==================== block 1
**Block 1: supply network**

Drawn at 4 px/um. Pins as bars on the die edge. Tap cells in grey.
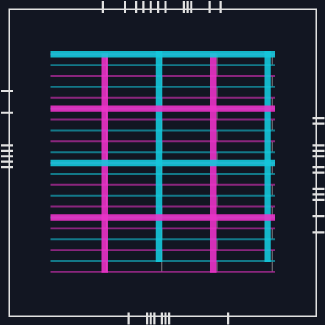

`src/rtl/comp.sv`:
```
// Registered two-operand magnitude comparator with max/min selection, one cycle latency.
// Optional COMP_SIGNED_EN adds an is_signed port selecting two's-complement ordering.
module comp #(
   parameter int N = 8
) (
   input  logic         clk,
   input  logic         rst,
   input  logic [N-1:0] in0,
   input  logic [N-1:0] in1,
   input  logic         in_valid,
`ifdef COMP_SIGNED_EN
   input  logic         is_signed,
`endif
   output logic         gt,
   output logic         eq,
   output logic         lt,
   output logic [N-1:0] max_out,
   output logic [N-1:0] min_out,
   output logic         out_valid
);

   // Extending by one bit lets a single signed compare serve both orderings:
   // the extension bit is the operand MSB for signed mode and zero otherwise.
   function automatic logic less_than(input logic [N-1:0] a,
                                      input logic [N-1:0] b,
                                      input logic         sgn);
      logic signed [N:0] sa;
      logic signed [N:0] sb;
      sa = {sgn & a[N-1], a};
      sb = {sgn & b[N-1], b};
      return sa < sb;
   endfunction

   logic         sgn_p0;
   logic         gt_p0;
   logic         eq_p0;
   logic         lt_p0;
   logic [N-1:0] max_p0;
   logic [N-1:0] min_p0;

   logic         gt_p1;
   logic         eq_p1;
   logic         lt_p1;
   logic [N-1:0] max_p1;
   logic [N-1:0] min_p1;
   logic         vld_p1;

`ifdef COMP_SIGNED_EN
   assign sgn_p0 = is_signed;
`else
   assign sgn_p0 = 1'b0;
`endif

   // Stage p0: combinational compare of the operands presented this cycle
   always_comb begin
      lt_p0  = less_than(in0, in1, sgn_p0);
      gt_p0  = less_than(in1, in0, sgn_p0);
      eq_p0  = (in0 == in1);
      max_p0 = lt_p0 ? in1 : in0;
      min_p0 = lt_p0 ? in0 : in1;
   end

   // Stage p1: result registers; data holds when no valid operands arrive
   always_ff @(posedge clk) begin
      if (rst) begin
         gt_p1  <= 1'b0;
         eq_p1  <= 1'b0;
         lt_p1  <= 1'b0;
         max_p1 <= '0;
         min_p1 <= '0;
         vld_p1 <= 1'b0;
      end else begin
         vld_p1 <= in_valid;
         if (in_valid) begin
            gt_p1  <= gt_p0;
            eq_p1  <= eq_p0;
            lt_p1  <= lt_p0;
            max_p1 <= max_p0;
            min_p1 <= min_p0;
         end
      end
   end

   assign gt        = gt_p1;
   assign eq        = eq_p1;
   assign lt        = lt_p1;
   assign max_out   = max_p1;
   assign min_out   = min_p1;
   assign out_valid = vld_p1;

endmodule

```
`config.mk`:
```
export PLATFORM = sky130hd
export DESIGN_NAME = comp
export DESIGN_NICKNAME = d
export VERILOG_FILES = /design/src/rtl/comp.sv
export SDC_FILE = /design/constraint.sdc
export NUM_CORES = 1
export LEC_CHECK = 0
export ABC_AREA = 1
export CAP_MARGIN = 20
export CORE_MARGIN = 10
export CORE_UTILIZATION = 40
export DETAILED_ROUTE_END_ITERATION = 16
export PLACE_DENSITY = 0.79
export SLEW_MARGIN = 30
export SYNTH_ARGS = -nofsm -noshare
export SYNTH_HDL_FRONTEND = slang
export SYNTH_SLANG_ARGS = --single-unit
```
`constraint.sdc`:
```
create_clock -name clk -period 2.5 [get_ports clk]
set_input_delay 0.5 -clock clk [delete_from_list [all_inputs] [get_ports clk]]
set_output_delay 0.5 -clock clk [all_outputs]
set_load 0.01 [all_outputs]
```
==================== block 2
### config.mk
export PLATFORM = sky130hd
export DESIGN_NAME = comparator_seq
export DESIGN_NICKNAME = d
export VERILOG_FILES = /design/src/rtl/comparator_seq.sv
export SDC_FILE = /design/constraint.sdc
export NUM_CORES = 1
export LEC_CHECK = 0
export ABC_AREA = 1
export CELL_PAD_IN_SITES_DETAIL_PLACEMENT = 1
export CELL_PAD_IN_SITES_GLOBAL_PLACEMENT = 2
export CORE_MARGIN = 2
export CORE_UTILIZATION = 29
export CTS_CLUSTER_SIZE = 8
export DETAILED_ROUTE_END_ITERATION = 16
export GPL_TIMING_DRIVEN = 0
export HOLD_SLACK_MARGIN = 0.05
export MAX_ROUTING_LAYER = met4
export PLACE_DENSITY_LB_ADDON = 0.1
export SETUP_SLACK_MARGIN = 0.05
export SYNTH_ARGS = -nofsm -noshare
export SYNTH_HDL_FRONTEND = slang
export SYNTH_SLANG_ARGS = --single-unit
### constraint.sdc
create_clock -name clk -period 2.55 [get_ports clk]
set_clock_uncertainty 0.1 [all_clocks]
set_input_delay 0.51 -clock clk [delete_from_list [all_inputs] [get_ports clk]]
set_output_delay 0.51 -clock clk [all_outputs]
set_load 0.05 [all_outputs]
### src/rtl/comparator_seq.sv
// ---------------------------------------------------------------------------
// comparator_seq
//   Sequential multi-mode comparator. Two WIDTH-bit operands are compared
//   SLICE bits per clock, starting at the most significant slice. The
//   compare stops at the first slice that differs. This replaces one deep
//   combinational XOR/NOR tree with a short per-slice compare.
//
// Parameters
//   WIDTH  operand width in bits (must be a multiple of SLICE)
//   SLICE  bits compared per clock
//
// Ports
//   clk     in   rising-edge clock
//   rst_n   in   asynchronous active-low reset
//   start   in   request, accepted in IDLE or DONE
//   a, b    in   operands, latched on the accepting edge
//   mode    in   0 EQ, 1 NE, 2 LTU, 3 GTU, 4 LEU, 5 GEU, 6 LTS, 7 GTS
//   busy    out  high while a compare is running
//   done    out  one-cycle pulse, result valid
//   result  out  boolean outcome of the latched mode
//   eq      out  A == B
//   lt      out  A <  B (signed for signed modes)
//   gt      out  A >  B (signed for signed modes)
// ---------------------------------------------------------------------------
module comparator_seq #(
    parameter int WIDTH = 32,
    parameter int SLICE = 8
) (
    input  logic             clk,
    input  logic             rst_n,
    input  logic             start,
    input  logic [WIDTH-1:0] a,
    input  logic [WIDTH-1:0] b,
    input  logic [2:0]       mode,
    output logic             busy,
    output logic             done,
    output logic             result,
    output logic             eq,
    output logic             lt,
    output logic             gt
);

    localparam int NS    = WIDTH / SLICE;
    localparam int IDX_W = (NS > 1) ? $clog2(NS) : 1;
    localparam logic [WIDTH-1:0] SIGN_MASK = WIDTH'(1) << (WIDTH - 1);

    generate
        if ((WIDTH % SLICE) != 0) begin : g_bad_cfg
            $error("comparator_seq: WIDTH must be a multiple of SLICE");
        end
    endgenerate

    typedef enum logic [1:0] {
        S_IDLE = 2'd0,
        S_RUN  = 2'd1,
        S_DONE = 2'd2
    } state_t;

    state_t           r_state;
    state_t           w_next;

    logic [WIDTH-1:0] r_a;
    logic [WIDTH-1:0] r_b;
    logic [2:0]       r_mode;
    logic [IDX_W-1:0] r_idx;
    logic             r_eq;
    logic             r_lt;
    logic             r_gt;
    logic             r_result;

    logic [SLICE-1:0] w_sa;
    logic [SLICE-1:0] w_sb;
    logic             w_accept;
    logic             w_slice_ne;
    logic             w_finish;
    logic             w_eq_n;
    logic             w_lt_n;
    logic             w_gt_n;

    // Flipping the sign bit maps two's-complement order onto unsigned order,
    // so signed modes reuse the unsigned slice compare unchanged.
    function automatic logic [WIDTH-1:0] f_capture(input logic [WIDTH-1:0] op,
                                                   input logic             is_signed);
        return is_signed ? (op ^ SIGN_MASK) : op;
    endfunction

    function automatic logic f_map(input logic [2:0] m,
                                   input logic       e,
                                   input logic       l,
                                   input logic       g);
        logic res;
        case (m)
            3'd0:    res = e;
            3'd1:    res = !e;
            3'd2:    res = l;
            3'd3:    res = g;
            3'd4:    res = l | e;
            3'd5:    res = g | e;
            3'd6:    res = l;
            default: res = g;
        endcase
        return res;
    endfunction

    assign w_sa       = r_a[int'(r_idx) * SLICE +: SLICE];
    assign w_sb       = r_b[int'(r_idx) * SLICE +: SLICE];
    assign w_slice_ne = (w_sa != w_sb);
    assign w_finish   = w_slice_ne || (r_idx == '0);
    assign w_eq_n     = !w_slice_ne;
    assign w_lt_n     = w_slice_ne && (w_sa < w_sb);
    assign w_gt_n     = w_slice_ne && (w_sa > w_sb);
    // DONE accepts too, which gives back-to-back compares with no idle bubble.
    assign w_accept   = start && (r_state != S_RUN);

    always_ff @(posedge clk or negedge rst_n) begin
        if (!rst_n) begin
            r_state <= S_IDLE;
        end else begin
            r_state <= w_next;
        end
    end

    always_comb begin
        w_next = r_state;
        busy   = 1'b0;
        done   = 1'b0;
        case (r_state)
            S_IDLE: begin
                if (w_accept) w_next = S_RUN;
            end
            S_RUN: begin
                busy = 1'b1;
                if (w_finish) w_next = S_DONE;
            end
            S_DONE: begin
                done   = 1'b1;
                w_next = w_accept ? S_RUN : S_IDLE;
            end
            default: w_next = S_IDLE;
        endcase
    end

    always_ff @(posedge clk or negedge rst_n) begin
        if (!rst_n) begin
            r_a      <= '0;
            r_b      <= '0;
            r_mode   <= '0;
            r_idx    <= '0;
            r_eq     <= 1'b0;
            r_lt     <= 1'b0;
            r_gt     <= 1'b0;
            r_result <= 1'b0;
        end else if (w_accept) begin
            r_a    <= f_capture(a, mode[2] & mode[1]);
            r_b    <= f_capture(b, mode[2] & mode[1]);
            r_mode <= mode;
            r_idx  <= IDX_W'(NS - 1);
        end else if (r_state == S_RUN) begin
            if (w_finish) begin
                r_eq     <= w_eq_n;
                r_lt     <= w_lt_n;
                r_gt     <= w_gt_n;
                r_result <= f_map(r_mode, w_eq_n, w_lt_n, w_gt_n);
            end else begin
                r_idx <= r_idx - IDX_W'(1);
            end
        end
    end

    assign result = r_result;
    assign eq     = r_eq;
    assign lt     = r_lt;
    assign gt     = r_gt;

endmodule

**Block 1: clock nets**

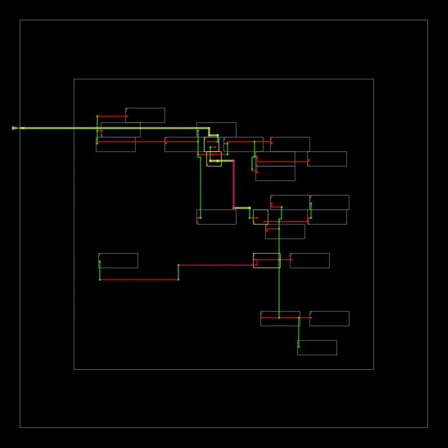
clk_buf instances: 4
latest clock arrival within the worst-skew pair: 0.29 ns

Notes on 'supply network' of block 1 above:
Key: magenta = VSS; cyan = VDD
21 met1 rails follow the rows. 4 straps on met4. 44 tap cells.

==> flow_summary.toml, block 1 <==
# implementation run metrics
[outcome]
run_status = "completed"

[synthesis]
synth.distinct_cells = 22
post-synth-top-area-fraction_pct = 31.5
topCombFamilyByArea = "simple AND/OR/NAND/NOR gates"
floorplan.nets = 189
syn_area_mm2 = 0.00127

[layout]
comb-cell-share_pct = 43.3
comb_area_um2 = 742

[timing]
fin_tns_setup_ns = 0
finalHoldViolCount = 0

[floorplanning]
design.core.area_mm2 = 0.00305
floorplan.io_pins = 39

[place]
dpl_cell_area_mm2 = 0.00168

[route]
met1_length_um = 1390
drcViolationCount = 0

[cts]
post-cts-setup-buffer-count = 0

[pwr]
largestPowerGroup = "registers"
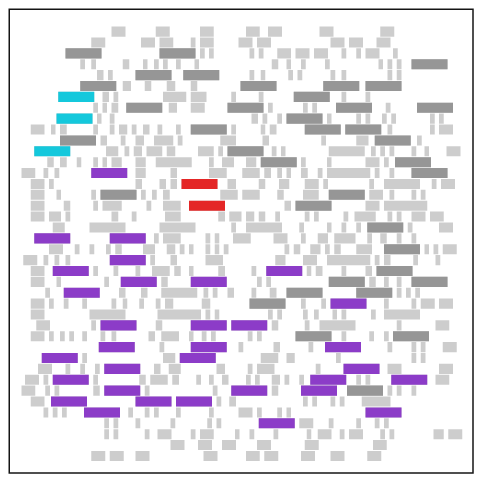
**Above:** block 2 (sequential cells coloured by netlist name).
Drawn at 4 px/um. Other sequential cells in the stronger grey, the rest of the logic in the fainter grey.
Key: cyan = `r_mode` [flops 3]; purple = `r_a` [flops 32]; red = `r_idx` [flops 2]

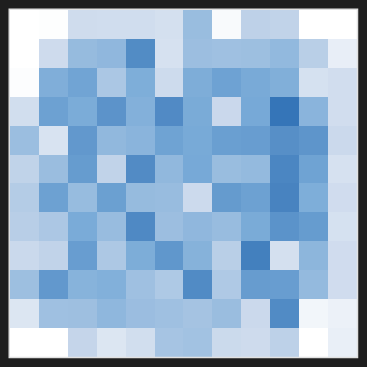
**Above:** block 2 (local utilization).
Drawn at 3 px/um. 12 x 12 tiles, from white (low) to dark blue (high), 0 to 100% covered.
6.2% of the tiles are nearly empty. The mean over all tiles is 37%. The fullest tile reaches 72%.

==> flow_summary.toml, block 2 <==
# implementation run metrics
[outcome]
run_status = "completed"

[worst_setup_path]
cp_slowest_cell = "clkdlybuf4s50_1"
worst-r2r-cell-count = 12
worst-endpoint-arrival_ns = 1.81
crit_cells = 4

[synthesis]
floorplan.nets = 536
synth-adder-area-share_pct = 3.12
synth_area_per_inst_um2 = 7.90
post-synth-top-area-fraction_pct = 52.0
ys_async_sr_fraction_pct = 100
top_cells_by_area = "dfrtp_1, nand2_1, o21ai_0, ha_1, nor2_1"

[layout]
instances_no_fill = 721
lay_top_count = "nand2_1"
clock_tree_area_fraction_pct = 7.34

[timing]
period_minus_slack_ns = 2.42
fin_tns_setup_ns = 0

[floorplanning]
die_w_um = 116

[cts]
cts.htree.levels = 3

==> gallery <==
Wiring by layer.
picture 1
Drawn at 6 px/um.
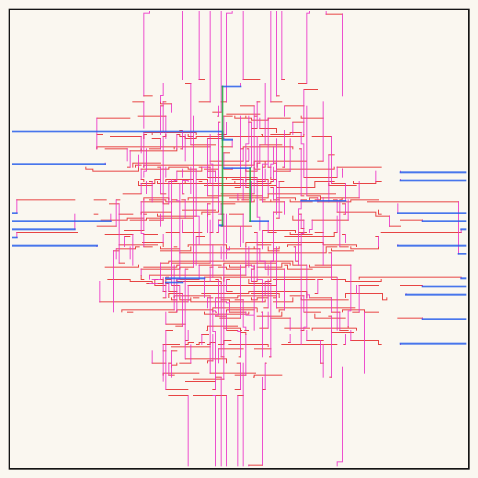
picture 2
Drawn at 4 px/um.
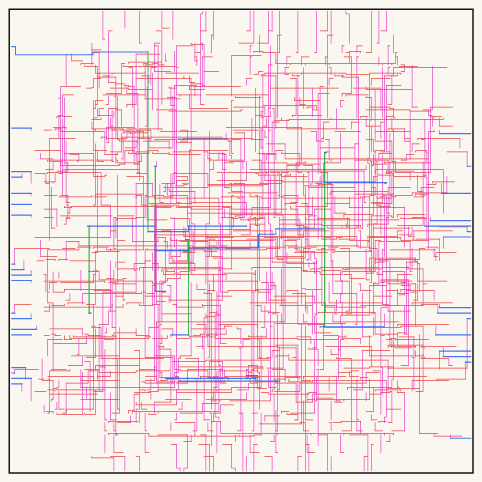
Block 2 is picture 2.
Block 1 is picture 1.
Of these, most wire: picture 2

Key to picture 1:
Key: magenta = M2 [wire length 1360 um]; red = M1 [wire length 1390 um]; green = M4 [wire length 32.0 um]; blue = M3 [wire length 211 um]


